# ---- wb_regfile_flat ----
wb_regfile_flat/util_map.png
Bar = 100 um. The die is cut into 24 by 24 equal tiles; black is low, pale yellow is high, 0 to 100% covered.
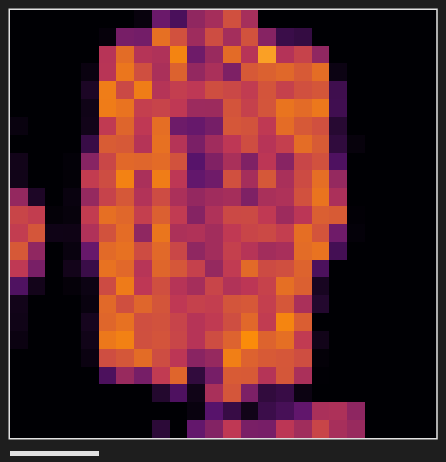

### config.mk
export PLATFORM = sky130hd
export DESIGN_NAME = wb_regfile_flat
export DESIGN_NICKNAME = d
export VERILOG_FILES = /design/src/rtl/cpu_pkg.sv /design/src/rtl/wb_regfile_if.sv /design/src/rtl/wb_regfile_wb_select.sv /design/src/rtl/wb_regfile.sv /design/src/flat_wrapper.sv
export SDC_FILE = /design/constraint.sdc
export NUM_CORES = 2
export LEC_CHECK = 0
export CORE_AREA = 2 2 477 479
export DETAILED_ROUTE_END_ITERATION = 12
export DIE_AREA = 0 0 479 481
export GPL_TIMING_DRIVEN = 0
export HOLD_SLACK_MARGIN = 0.03
export SYNTH_ARGS = -nofsm -noshare
export SYNTH_HDL_FRONTEND = slang
export SYNTH_SLANG_ARGS = --single-unit
### constraint.sdc
create_clock -name clk -period 55.9 [get_ports clk]
set_input_delay 5.59 -clock clk [delete_from_list [all_inputs] [get_ports clk]]
set_output_delay 5.59 -clock clk [all_outputs]
set_load 0.01 [all_outputs]
### src/rtl/cpu_pkg.sv
// Shared pipeline definitions: datapath/register-file widths, the register-zero
// address, the writeback source select encoding and a counter step helper.
// Used by the MEM/WB stage register, the writeback register file and its bus.
package cpu_pkg;

    localparam int DATA_W   = 32;
    localparam int ADDR_W   = 5;
    localparam int NUM_REGS = 32;
    localparam int CNT_W    = 32;

    // Address of the hardwired-zero register.
    localparam logic [ADDR_W-1:0] REG_ZERO = '0;

    // Writeback value source as encoded by the m2reg control bit.
    typedef enum logic {
        SEL_ALU = 1'b0,
        SEL_MEM = 1'b1
    } wb_src_e;

    // Free-running event counter step; wraps naturally at the top of its range.
    function automatic logic [CNT_W-1:0] count_next(input logic [CNT_W-1:0] count,
                                                    input logic             inc);
        return count + {{(CNT_W-1){1'b0}}, inc};
    endfunction

endpackage

### src/rtl/wb_regfile_if.sv
// Bus between the MEM/WB pipeline register, the ID stage and the writeback
// register file. The master side drives writeback fields and read addresses;
// the slave side (the register file) returns read data, the selected
// writeback value and the retirement counters.
interface wb_regfile_if #(
    parameter int DATA_W = cpu_pkg::DATA_W,
    parameter int ADDR_W = cpu_pkg::ADDR_W
);

    logic                       wb_wreg;
    logic                       wb_m2reg;
    logic [DATA_W-1:0]          wb_mo;
    logic [DATA_W-1:0]          wb_alu;
    logic [ADDR_W-1:0]          wb_rn;
    logic                       wb_branch;
    logic [ADDR_W-1:0]          rna;
    logic [ADDR_W-1:0]          rnb;
    logic [DATA_W-1:0]          qa;
    logic [DATA_W-1:0]          qb;
    logic [DATA_W-1:0]          wb_data;
    logic [cpu_pkg::CNT_W-1:0]  wr_count;
    logic [cpu_pkg::CNT_W-1:0]  br_count;

    modport master (
        output wb_wreg, wb_m2reg, wb_mo, wb_alu, wb_rn, wb_branch, rna, rnb,
        input  qa, qb, wb_data, wr_count, br_count
    );

    modport slave (
        input  wb_wreg, wb_m2reg, wb_mo, wb_alu, wb_rn, wb_branch, rna, rnb,
        output qa, qb, wb_data, wr_count, br_count
    );

endinterface

### src/rtl/wb_regfile_wb_select.sv
// Writeback value select: chooses memory load data or the ALU result
// according to the m2reg control bit. Purely combinational.
module wb_select #(
    parameter int DATA_W = cpu_pkg::DATA_W
) (
    input  logic              m2reg,
    input  logic [DATA_W-1:0] mo,
    input  logic [DATA_W-1:0] alu,
    output logic [DATA_W-1:0] data
);
    import cpu_pkg::*;

    // Pick the writeback source every cycle, whether or not a write happens.
    always_comb begin
        data = alu;
        case (wb_src_e'(m2reg))
            SEL_MEM: data = mo;
            default: data = alu;
        endcase
    end

endmodule

### src/rtl/wb_regfile.sv
// Writeback-stage register file: commits the selected writeback value into a
// 2^ADDR_W x DATA_W register array (register 0 hardwired to zero), serves two
// combinational ID-stage read ports and counts committed writes and retired
// branches. clr is an asynchronous active-high clear.
// Optional feature: define WB_BYPASS_EN for same-cycle write-through from the
// WB write port to both read ports; without it reads return the stored value.
module wb_regfile #(
    parameter int DATA_W = cpu_pkg::DATA_W,
    parameter int ADDR_W = cpu_pkg::ADDR_W
) (
    input  logic         clk,
    input  logic         clr,
    wb_regfile_if.slave  bus
);
    import cpu_pkg::*;

    localparam int DEPTH = 1 << ADDR_W;

    logic [DATA_W-1:0] regs [DEPTH];
    logic [DATA_W-1:0] wb_data;
    logic              commit;
    logic [CNT_W-1:0]  wr_count_q;
    logic [CNT_W-1:0]  br_count_q;
    logic [DATA_W-1:0] qa;
    logic [DATA_W-1:0] qb;

    wb_select #(
        .DATA_W (DATA_W)
    ) u_select (
        .m2reg (bus.wb_m2reg),
        .mo    (bus.wb_mo),
        .alu   (bus.wb_alu),
        .data  (wb_data)
    );

    // A write commits only when enabled, aimed at a real register and not in reset.
    always_comb begin
        commit = bus.wb_wreg && (bus.wb_rn != REG_ZERO) && !clr;
    end

    // Register array; entry 0 is cleared on reset and never written, so it stays zero.
    always_ff @(posedge clk or posedge clr) begin
        if (clr) begin
            for (int i = 0; i < DEPTH; i++) begin
                regs[i] <= '0;
            end
        end else if (commit) begin
            regs[bus.wb_rn] <= wb_data;
        end
    end

    // Read ports: zero for r0 or during reset, optional write-through from WB.
    always_comb begin
        qa = '0;
        qb = '0;
        if (!clr && (bus.rna != REG_ZERO)) begin
            qa = regs[bus.rna];
`ifdef WB_BYPASS_EN
            if (commit && (bus.rna == bus.wb_rn)) begin
                qa = wb_data;
            end
`endif
        end
        if (!clr && (bus.rnb != REG_ZERO)) begin
            qb = regs[bus.rnb];
`ifdef WB_BYPASS_EN
            if (commit && (bus.rnb == bus.wb_rn)) begin
                qb = wb_data;
            end
`endif
        end
    end

    // Committed-write counter; wraps silently.
    always_ff @(posedge clk or posedge clr) begin
        if (clr) begin
            wr_count_q <= '0;
        end else begin
            wr_count_q <= count_next(wr_count_q, commit);
        end
    end

    // Retired-branch counter, independent of the write enable; wraps silently.
    always_ff @(posedge clk or posedge clr) begin
        if (clr) begin
            br_count_q <= '0;
        end else begin
            br_count_q <= count_next(br_count_q, bus.wb_branch);
        end
    end

    assign bus.qa       = qa;
    assign bus.qb       = qb;
    assign bus.wb_data  = wb_data;
    assign bus.wr_count = wr_count_q;
    assign bus.br_count = br_count_q;

endmodule
### src/flat_wrapper.sv
// flat-port wrapper written by rule: the top's interface ports become plain ports
module wb_regfile_flat import cpu_pkg::*;
#(
    parameter int DATA_W = cpu_pkg::DATA_W,
    parameter int ADDR_W = cpu_pkg::ADDR_W
)
  (clk, clr, bus_wb_wreg, bus_wb_m2reg, bus_wb_mo, bus_wb_alu, bus_wb_rn, bus_wb_branch, bus_rna, bus_rnb, bus_qa, bus_qb, bus_wb_data, bus_wr_count, bus_br_count);
  wb_regfile_if #(.DATA_W(DATA_W), .ADDR_W(ADDR_W)) bus_i ();
  input  logic clk;
  input  logic clr;
  input wire logic [$bits(bus_i.wb_wreg)-1:0] bus_wb_wreg;
  input wire logic [$bits(bus_i.wb_m2reg)-1:0] bus_wb_m2reg;
  input wire logic [$bits(bus_i.wb_mo)-1:0] bus_wb_mo;
  input wire logic [$bits(bus_i.wb_alu)-1:0] bus_wb_alu;
  input wire logic [$bits(bus_i.wb_rn)-1:0] bus_wb_rn;
  input wire logic [$bits(bus_i.wb_branch)-1:0] bus_wb_branch;
  input wire logic [$bits(bus_i.rna)-1:0] bus_rna;
  input wire logic [$bits(bus_i.rnb)-1:0] bus_rnb;
  output wire logic [$bits(bus_i.qa)-1:0] bus_qa;
  output wire logic [$bits(bus_i.qb)-1:0] bus_qb;
  output wire logic [$bits(bus_i.wb_data)-1:0] bus_wb_data;
  output wire logic [$bits(bus_i.wr_count)-1:0] bus_wr_count;
  output wire logic [$bits(bus_i.br_count)-1:0] bus_br_count;
  assign bus_i.wb_wreg = bus_wb_wreg;
  assign bus_i.wb_m2reg = bus_wb_m2reg;
  assign bus_i.wb_mo = bus_wb_mo;
  assign bus_i.wb_alu = bus_wb_alu;
  assign bus_i.wb_rn = bus_wb_rn;
  assign bus_i.wb_branch = bus_wb_branch;
  assign bus_i.rna = bus_rna;
  assign bus_i.rnb = bus_rnb;
  assign bus_qa = bus_i.qa;
  assign bus_qb = bus_i.qb;
  assign bus_wb_data = bus_i.wb_data;
  assign bus_wr_count = bus_i.wr_count;
  assign bus_br_count = bus_i.br_count;
  wb_regfile #(.DATA_W(DATA_W), .ADDR_W(ADDR_W)) u_core (.clk(clk), .clr(clr), .bus(bus_i));
endmodule
# ---- serial_tc_ctrl ----
### src/rtl/serial_tc_ctrl.sv
// Controller that streams a word LSB-first into an external bit-serial two's
// complementer and reassembles the returned serial bits into a parallel result.
module serial_tc_ctrl #(
  parameter int W   = 8,
  parameter int LAT = 1
) (
  input  logic         t_clk,
  input  logic         r,
  input  logic         start_valid,
  output logic         start_ready,
  input  logic [W-1:0] din,
  output logic         ser_i,
  output logic         ser_r,
  input  logic         ser_y,
  output logic [W-1:0] dout,
  output logic         dout_valid,
  input  logic         dout_ready,
  output logic         busy
);

  localparam int CW = $clog2(W + 1);
  localparam logic [CW-1:0] LAST = CW'(W - 1);

  typedef enum logic [1:0] {IDLE, SHIFT, DRAIN, DONE} state_t;

  state_t        state_q, state_d;
  logic [W-1:0]  tx_q, tx_d;
  logic [W-1:0]  rx_q, rx_d;
  logic [CW-1:0] tx_cnt_q, tx_cnt_d;
  logic [CW-1:0] rx_cnt_q, rx_cnt_d;
  logic          drive_v;
  logic          cap_v;

  assign drive_v = (state_q == SHIFT);

  // cap_v marks the cycle in which ser_y carries the result of a driven bit.
  if (LAT == 0) begin : g_nolat
    assign cap_v = drive_v;
  end else begin : g_lat
    logic [LAT-1:0] vld_q;

    always_ff @(posedge t_clk or posedge r) begin
      if (r) begin
        vld_q <= '0;
      end else begin
        vld_q[0] <= drive_v;
        for (int k = 1; k < LAT; k++) vld_q[k] <= vld_q[k-1];
      end
    end

    assign cap_v = vld_q[LAT-1];
  end

  // NOTE: state registers use non-blocking assignments so every flop samples
  // pre-edge values; blocking assignments here would create order-dependent races.
  always_ff @(posedge t_clk or posedge r) begin
    if (r) begin
      state_q  <= IDLE;
      tx_q     <= '0;
      rx_q     <= '0;
      tx_cnt_q <= '0;
      rx_cnt_q <= '0;
    end else begin
      state_q  <= state_d;
      tx_q     <= tx_d;
      rx_q     <= rx_d;
      tx_cnt_q <= tx_cnt_d;
      rx_cnt_q <= rx_cnt_d;
    end
  end

  // NOTE: every signal written below gets a default first, so no path through
  // the case statement can leave one unassigned and infer a latch.
  always_comb begin
    state_d     = state_q;
    tx_d        = tx_q;
    rx_d        = rx_q;
    tx_cnt_d    = tx_cnt_q;
    rx_cnt_d    = rx_cnt_q;
    start_ready = 1'b0;
    ser_i       = 1'b0;
    ser_r       = 1'b0;
    dout_valid  = 1'b0;
    busy        = 1'b1;

    if (cap_v) begin
      for (int k = 0; k < W; k++) begin
        if (rx_cnt_q == CW'(k)) rx_d[k] = ser_y;
      end
      rx_cnt_d = rx_cnt_q + 1'b1;
    end

    case (state_q)
      IDLE: begin
        start_ready = 1'b1;
        busy        = 1'b0;
        if (start_valid) begin
          tx_d     = din;
          tx_cnt_d = '0;
          rx_cnt_d = '0;
          state_d  = SHIFT;
        end
      end
      SHIFT: begin
        ser_i    = tx_q[0];
        ser_r    = (tx_cnt_q == '0);
        tx_d     = tx_q >> 1;
        tx_cnt_d = tx_cnt_q + 1'b1;
        if (tx_cnt_q == LAST) state_d = (LAT > 0) ? DRAIN : DONE;
      end
      DRAIN: begin
        // Leave as the final sample lands so DONE follows it directly.
        if (cap_v && rx_cnt_q == LAST) state_d = DONE;
      end
      DONE: begin
        dout_valid = 1'b1;
        if (dout_ready) state_d = IDLE;
      end
      default: state_d = IDLE;
    endcase
  end

  assign dout = rx_q;

endmodule

### config.mk
export PLATFORM = sky130hd
export DESIGN_NAME = serial_tc_ctrl
export DESIGN_NICKNAME = d
export VERILOG_FILES = /design/src/rtl/serial_tc_ctrl.sv
export SDC_FILE = /design/constraint.sdc
export NUM_CORES = 1
export LEC_CHECK = 0
export CORE_MARGIN = 2
export CORE_UTILIZATION = 56
export CTS_CLUSTER_SIZE = 14
export DETAILED_ROUTE_END_ITERATION = 10
export PLACE_DENSITY = 0.83
export RECOVER_POWER = 25
export SETUP_SLACK_MARGIN = 0.4
export SYNTH_ARGS = -nofsm -noshare
export SYNTH_HDL_FRONTEND = slang
export SYNTH_SLANG_ARGS = --single-unit
### constraint.sdc
create_clock -name t_clk -period 3.6 [get_ports t_clk]
set_clock_uncertainty 0.05 [all_clocks]
set_input_delay 1.08 -clock t_clk [delete_from_list [all_inputs] [get_ports t_clk]]
set_output_delay 1.08 -clock t_clk [all_outputs]
set_load 0.03 [all_outputs]
# ---- sid_filter_mc ----
File: config.mk
export PLATFORM = sky130hd
export DESIGN_NAME = sid_filter_mc
export DESIGN_NICKNAME = d
export VERILOG_FILES = /design/src/rtl/sid_filter_pkg.sv /design/src/rtl/sid_filter_mc_shift_mul.sv /design/src/rtl/sid_filter_mc.sv
export SDC_FILE = /design/constraint.sdc
export NUM_CORES = 1
export LEC_CHECK = 0
export ABC_CLOCK_PERIOD_IN_PS = 22300
export CORE_MARGIN = 10
export CORE_UTILIZATION = 50
export DETAILED_ROUTE_END_ITERATION = 8
export PLACE_DENSITY = 0.67
export SLEW_MARGIN = 5
export SYNTH_ARGS = -nofsm -noshare
export SYNTH_HDL_FRONTEND = slang
export SYNTH_SLANG_ARGS = --single-unit
File: constraint.sdc
create_clock -name clk -period 22.3 [get_ports clk]
set_input_delay 4.46 -clock clk [delete_from_list [all_inputs] [get_ports clk]]
set_output_delay 4.46 -clock clk [all_outputs]
set_load 0.05 [all_outputs]
File: src/rtl/sid_filter_pkg.sv
// rtl/sid_filter_pkg.sv - shared types, constants and saturation helper for the SID filter engine
// Contents: state_t FSM enum, GUARD_W_DEF default headroom, ALPHA2_BASE damping constant, sat().
package sid_filter_pkg;

    typedef enum logic [2:0] {
        S_IDLE,
        S_SUM,
        S_HP,
        S_BP,
        S_LP,
        S_MIX
    } state_t;

    localparam int GUARD_W_DEF = 2;

    // alpha2 = ALPHA2_BASE - res, so res=15 gives the least damping.
    localparam int ALPHA2_BASE = 15;

    // Clamp a wide signed value into the signed range of a w-bit word.
    function automatic logic signed [31:0] sat(input logic signed [31:0] x, input int w);
        logic signed [31:0] hi;
        logic signed [31:0] lo;
        hi = (32'sd1 <<< (w - 1)) - 32'sd1;
        lo = -(32'sd1 <<< (w - 1));
        if (x > hi) begin
            sat = hi;
        end else if (x < lo) begin
            sat = lo;
        end else begin
            sat = x;
        end
    endfunction

endpackage

File: src/rtl/sid_filter_mc_shift_mul.sv
// rtl/sid_filter_mc_shift_mul.sv - combinational signed x unsigned shift-add product, arithmetic right shift
// Ports: a (in, ACC_W signed operand), k (in, K-bit unsigned coefficient),
//        p (out, ACC_W+K signed, (a*k) >>> SHIFT).
module svf_shift_mul #(
    parameter int ACC_W = 12,
    parameter int K     = 7,
    parameter int SHIFT = 7
) (
    input  logic signed [ACC_W-1:0]   a,
    input  logic        [K-1:0]       k,
    output logic signed [ACC_W+K-1:0] p
);

    localparam int PW = ACC_W + K;

    logic signed [PW-1:0] a_ext;
    logic signed [PW-1:0] acc;

    assign a_ext = {{K{a[ACC_W-1]}}, a};

    // Product of an ACC_W signed and a K-bit unsigned value always fits in PW bits.
    always_comb begin
        acc = '0;
        for (int i = 0; i < K; i++) begin
            if (k[i]) begin
                acc = acc + (a_ext <<< i);
            end
        end
        p = acc >>> SHIFT;
    end

endmodule

File: src/rtl/sid_filter_mc.sv
// rtl/sid_filter_mc.sv - multi-voice SID filter: time-multiplexed Chamberlin SVF, mode mix, master volume
// Optional feature macro: SID_FILTER_OVERRUN_EN (adds ovr_clr / overrun sticky drop flag).
// Ports: clk, rst_n (async, active low); voice_in (NUM_VOICES x DATA_W unsigned);
//        sample_valid (frame strobe); fc (cutoff, alpha1=fc[10:4]); res (alpha2=15-res);
//        filt (per-voice SVF routing); mode (LP/BP/HP enables); vol (master volume);
//        sample_out (registered mix); out_valid (one-cycle pulse); busy (not IDLE);
//        [ovr_clr (in), overrun (out)] with SID_FILTER_OVERRUN_EN.
module sid_filter_mc
    import sid_filter_pkg::*;
#(
    parameter int NUM_VOICES = 3,
    parameter int DATA_W     = 8,
    parameter int GUARD_W    = GUARD_W_DEF
) (
    input  logic                         clk,
    input  logic                         rst_n,
    input  logic [NUM_VOICES*DATA_W-1:0] voice_in,
    input  logic                         sample_valid,
    input  logic [10:0]                  fc,
    input  logic [3:0]                   res,
    input  logic [NUM_VOICES-1:0]        filt,
    input  logic [2:0]                   mode,
    input  logic [3:0]                   vol,
`ifdef SID_FILTER_OVERRUN_EN
    input  logic                         ovr_clr,
    output logic                         overrun,
`endif
    output logic [DATA_W-1:0]            sample_out,
    output logic                         out_valid,
    output logic                         busy
);

    localparam int ACC_W = DATA_W + $clog2(NUM_VOICES) + GUARD_W;
    localparam int VC_W  = (NUM_VOICES > 1) ? $clog2(NUM_VOICES) : 1;
    localparam logic [VC_W-1:0] LAST_V = VC_W'(NUM_VOICES - 1);

    state_t state_q, state_d;

    logic [VC_W-1:0]              vcnt;
    logic [NUM_VOICES*DATA_W-1:0] voice_q;
    logic [6:0]                   a1_q;
    logic [3:0]                   a2_q;
    logic [NUM_VOICES-1:0]        filt_q;
    logic [2:0]                   mode_q;
    logic [3:0]                   vol_q;
    logic signed [ACC_W-1:0]      f_acc, d_acc, hp_q, bp_q, lp_q;

    logic [DATA_W-1:0]            cur_voice;
    logic signed [ACC_W-1:0]      s_ext;
    logic signed [ACC_W-1:0]      mul_a1_in;
    logic signed [ACC_W+6:0]      p1;
    logic signed [ACC_W+3:0]      p2;
    logic signed [ACC_W-1:0]      hp_next, bp_next, lp_next;
    logic signed [31:0]           mix;
    logic signed [DATA_W-1:0]     y;
    logic [DATA_W-1:0]            u;
    logic [DATA_W-1:0]            scaled;
    logic                         bypass;

    assign busy   = (state_q != S_IDLE);
    assign bypass = (filt_q == '0) || (mode_q == 3'b000);

    // Offset-binary to two's complement is an MSB flip, then sign-extend.
    assign cur_voice = voice_q[vcnt*DATA_W +: DATA_W];
    assign s_ext     = {{(ACC_W-DATA_W){~cur_voice[DATA_W-1]}}, ~cur_voice[DATA_W-1], cur_voice[DATA_W-2:0]};

    // One alpha1 multiplier serves both integrators: hp in BP state, updated bp in LP state.
    assign mul_a1_in = (state_q == S_LP) ? bp_q : hp_q;

    svf_shift_mul #(.ACC_W(ACC_W), .K(7), .SHIFT(7)) u_mul_a1 (
        .a (mul_a1_in),
        .k (a1_q),
        .p (p1)
    );

    svf_shift_mul #(.ACC_W(ACC_W), .K(4), .SHIFT(3)) u_mul_a2 (
        .a (bp_q),
        .k (a2_q),
        .p (p2)
    );

    always_comb begin
        hp_next = ACC_W'(sat(32'(f_acc) - 32'(lp_q) - 32'(p2), ACC_W));
        bp_next = ACC_W'(sat(32'(bp_q) + 32'(p1), ACC_W));
        lp_next = ACC_W'(sat(32'(lp_q) + 32'(p1), ACC_W));

        mix = '0;
        if (bypass) begin
            mix = 32'(f_acc);
        end else begin
            if (mode_q[0]) mix = mix + 32'(lp_q);
            if (mode_q[1]) mix = mix + 32'(bp_q);
            if (mode_q[2]) mix = mix + 32'(hp_q);
        end

        y = DATA_W'(sat(mix + 32'(d_acc), DATA_W));
        u = {~y[DATA_W-1], y[DATA_W-2:0]};

        // vol[3] weights u/2 down to vol[0] weighting u/16.
        scaled = '0;
        for (int i = 1; i <= 4; i++) begin
            if (vol_q[4-i]) begin
                scaled = scaled + (u >> i);
            end
        end
    end

    always_comb begin
        state_d = state_q;
        unique case (state_q)
            S_IDLE:  if (sample_valid) state_d = S_SUM;
            S_SUM:   if (vcnt == LAST_V) state_d = S_HP;
            S_HP:    state_d = S_BP;
            S_BP:    state_d = S_LP;
            S_LP:    state_d = S_MIX;
            S_MIX:   state_d = S_IDLE;
            default: state_d = S_IDLE;
        endcase
    end

    always_ff @(posedge clk or negedge rst_n) begin
        if (!rst_n) begin
            state_q <= S_IDLE;
        end else begin
            state_q <= state_d;
        end
    end

    always_ff @(posedge clk or negedge rst_n) begin
        if (!rst_n) begin
            vcnt       <= '0;
            voice_q    <= '0;
            a1_q       <= '0;
            a2_q       <= '0;
            filt_q     <= '0;
            mode_q     <= '0;
            vol_q      <= '0;
            f_acc      <= '0;
            d_acc      <= '0;
            hp_q       <= '0;
            bp_q       <= '0;
            lp_q       <= '0;
            sample_out <= '0;
            out_valid  <= 1'b0;
        end else begin
            out_valid <= 1'b0;
            unique case (state_q)
                S_IDLE: begin
                    if (sample_valid) begin
                        voice_q <= voice_in;
                        a1_q    <= 7'(fc >> 4);
                        a2_q    <= 4'(ALPHA2_BASE) - res;
                        filt_q  <= filt;
                        mode_q  <= mode;
                        vol_q   <= vol;
                        vcnt    <= '0;
                        f_acc   <= '0;
                        d_acc   <= '0;
                    end
                end
                S_SUM: begin
                    if (filt_q[vcnt]) begin
                        f_acc <= f_acc + s_ext;
                    end else begin
                        d_acc <= d_acc + s_ext;
                    end
                    vcnt <= vcnt + VC_W'(1);
                end
                S_HP:  if (!bypass) hp_q <= hp_next;
                S_BP:  if (!bypass) bp_q <= bp_next;
                S_LP:  if (!bypass) lp_q <= lp_next;
                S_MIX: begin
                    sample_out <= scaled;
                    out_valid  <= 1'b1;
                end
                default: ;
            endcase
        end
    end

`ifdef SID_FILTER_OVERRUN_EN
    // Set has priority over clear so a drop in the clearing cycle is not lost.
    always_ff @(posedge clk or negedge rst_n) begin
        if (!rst_n) begin
            overrun <= 1'b0;
        end else if (sample_valid && (state_q != S_IDLE)) begin
            overrun <= 1'b1;
        end else if (ovr_clr) begin
            overrun <= 1'b0;
        end
    end
`endif

endmodule

serial_tc_ctrl/util_map.png
Bar = 20 um. The die is cut into 11 by 11 equal tiles; black is low, pale yellow is high, 0 to 100% covered.
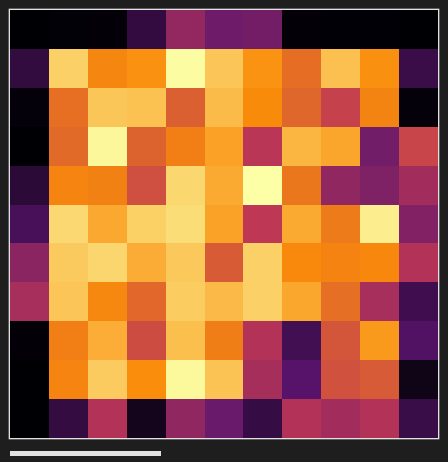
The densest ninth of the die: centre. The mean over all tiles is 56%. The fullest tile reaches 100%.
Core ar.: 0.00271 mm2
initial standard-cell utilization of the core: 0.576
post-route core utilization: 0.676

serial_tc_ctrl/m1.png
Bar = 20 um.
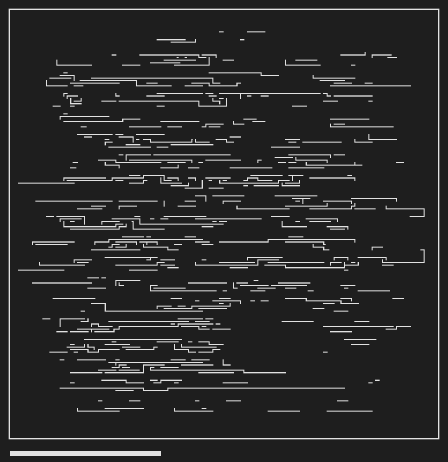
The wires run mostly horizontal. 166 nets have wire on it. The layer carries 1300 um of wire. The longest straight run is 23.5 um.
Routed WL: 2.93 mm
met1 routing resource usage after global routing: 0.253
via count: 1193

==> run summary, serial_tc_ctrl <==
run results: Tool Warnings 33, fraction of the mapped netlist area in compound gates 0.143, cell type with the largest total area after synthesis dfrtp_1, post-synthesis net count 175, maximum number of pins on one net before global-route repair 28, worst setup slack for register-to-register paths 1.27 ns, final count of negative-setup-slack endpoints 0, number of remaining DRC errors 0, antenna violations before repair 0, multi-input gate share of the layout cell area 0.427, share of flip-flops with an asynchronous set or reset after synthesis 1.00, deepest level of the CTS H-tree 1, status complete, no violations, number of ports placed on the die boundary 26, count of cells along the worst register-to-register path 6, cell family with the largest share of critical-path delay buffers and inverters, area added between synthesis and finish 17.3%, cell class ranked first by area logic gates, top cells by instance count after synthesis dfrtp_1, mux2_2, a21oi_1, inv_1, o22ai_1, remaining antenna violation count 0, number of buffers and inverters on the critical path 2, uppermost signal routing layer after detailed routing met4, GR Util All Layers 0.197, width of the die between 50 and 60 um, parity-gate share of the synthesized area counting xor and xnor cells 0.0224, RSZ-0062 raised after global routing false, number of detailed-routing iterations run before antenna repair 4, crit path setup slack, layout 0.588 ns, Worst Tran Pin Value 1.43 ns, path class of the lowest-slack min-delay path reg2reg, startpoint of the most critical setup path state_q[1]$_DFFE_PP0P_, path length in cells of the critical path 4, cells after synthesis 152, cell area after placement 0.00181 mm2, grt peak-use layer met2, most common cell in the netlist dfrtp_1
wb_regfile_flat/m1.png
Bar = 100 um.
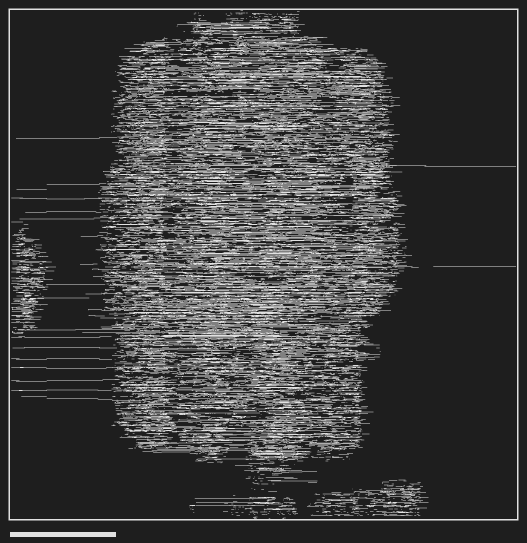
The layer holds 36% of the routed length. The layer carries 92.1 mm of wire.

wb_regfile_flat/m2.png
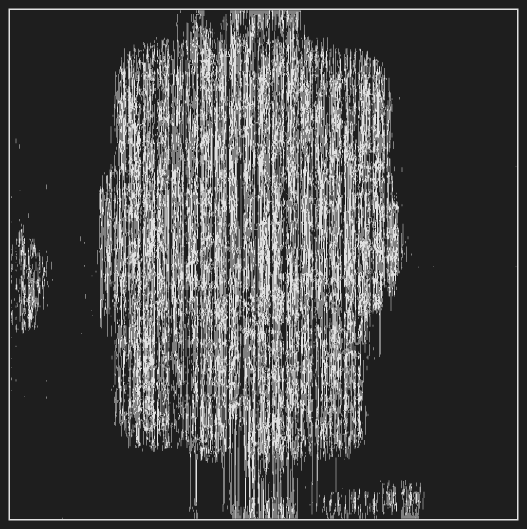
4616 nets have wire on it. The longest straight run is 199 um.
met2 Track Usage GR: 0.331
Routed WL: 254 mm
via count: 47100

Notes on wb_regfile_flat/util_map.png above:
The fullest tile reaches 79%. 41% of the tiles are nearly empty. The emptiest ninth of the die: lower right. The mean over all tiles is 27%. 0.20% of the tiles are over 75% full.
Core ar.: 0.226 mm2
initial standard-cell utilization of the core: 0.248
post-route core utilization: 0.295

==> run summary, wb_regfile_flat <==
run results: violated checks max-capacitance violations, max-slew violations, cell area after synthesis around 0.056 mm2, number of sinks handled by clock tree synthesis 1088, GRT met3 Usage 0.0534, dpl hpwl 191 mm, pins over their slew limit 16, maximum clock frequency between 60 and 70 MHz, Tool Warnings 49, final-layout clock-cell area share 0.0622, status complete, but fails checks, Worst Hold End u_core.bus.wr_count[31]$_DFF_PP0_, count of filler cells inserted in the layout 23200, met1 routing resource usage after global routing 0.255, proportion of cell area occupied by registers 0.409, diodes inserted 6, multi-input logic area 0.0263 mm2, Crit Path Category in2out, net count of the finished layout 5550, Critical R2R Capture u_core.bus.br_count[16]$_DFF_PP0_, area taken by flip-flops and latches around 0.027 mm2, post-cts hold-fix buffer tally 0, antenna violations before repair 14, max-cap violations 4, startpoint of the most critical setup path bus_rna[3]
sid_filter_mc/m2.png
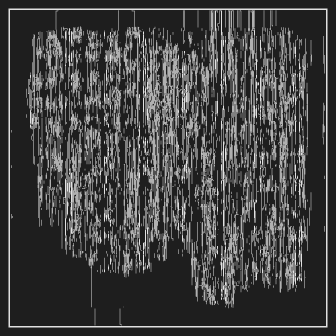
The layer holds 47% of the routed length. The layer carries 25.7 mm of wire.
met2 Track Usage GR: 0.385
via count: 18500

sid_filter_mc/route_heat.png
Bar = 50 um. The die is cut into 22 by 22 equal tiles; black is low, pale yellow is high, scaled to the fullest tile. Values are wire area over tile area, all layers added.
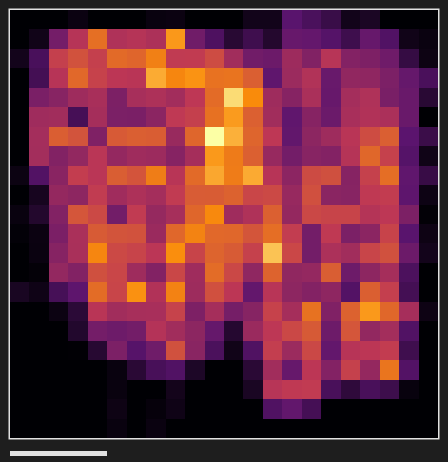
19% of the tiles are nearly empty. 27% of the tiles are over half the peak. The mean over all tiles is 0.18. The fullest tile reaches 0.54.
Routed WL: 54.7 mm
GR Util All Layers: 0.226

==> run summary, sid_filter_mc <==
run results: proportion of cell area occupied by registers 0.138, Worst Hold End sample_out[5]$_DFFE_PN0P_, status complete, no violations, net count of the finished layout 2906, maximum net fanout on the critical path 14, clock buffer count from CTS 17, number of multi-input combinational cells approximately 2200, Worst Tran Pin Value 1.27 ns, count of input and output buffers approximately 57, final worst hold slack 0.481 ns, uppermost signal routing layer after detailed routing met4, startpoint of the most critical setup path mode_q[0]$_DFFE_PN0P_, Met1 Wirelength approximately 25 mm, sum of negative setup slack 0 ns, Seq share, synth 0.149, area taken by flip-flops and latches between 0.002 and 0.003 mm2

==> screenshots <==
Routing congestion.
panel A
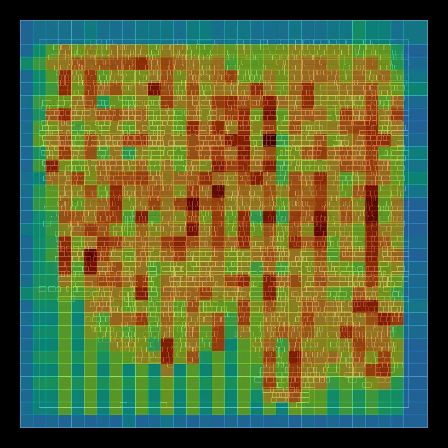
panel B
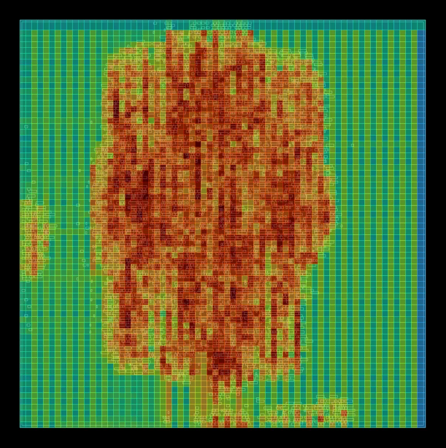
panel C
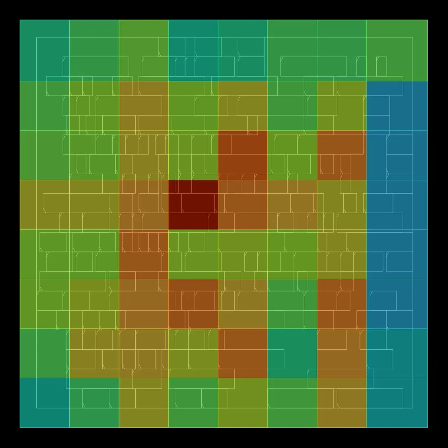
The one with the highest utilization is panel C.
panel B: wb_regfile_flat
panel A: sid_filter_mc
panel C: serial_tc_ctrl


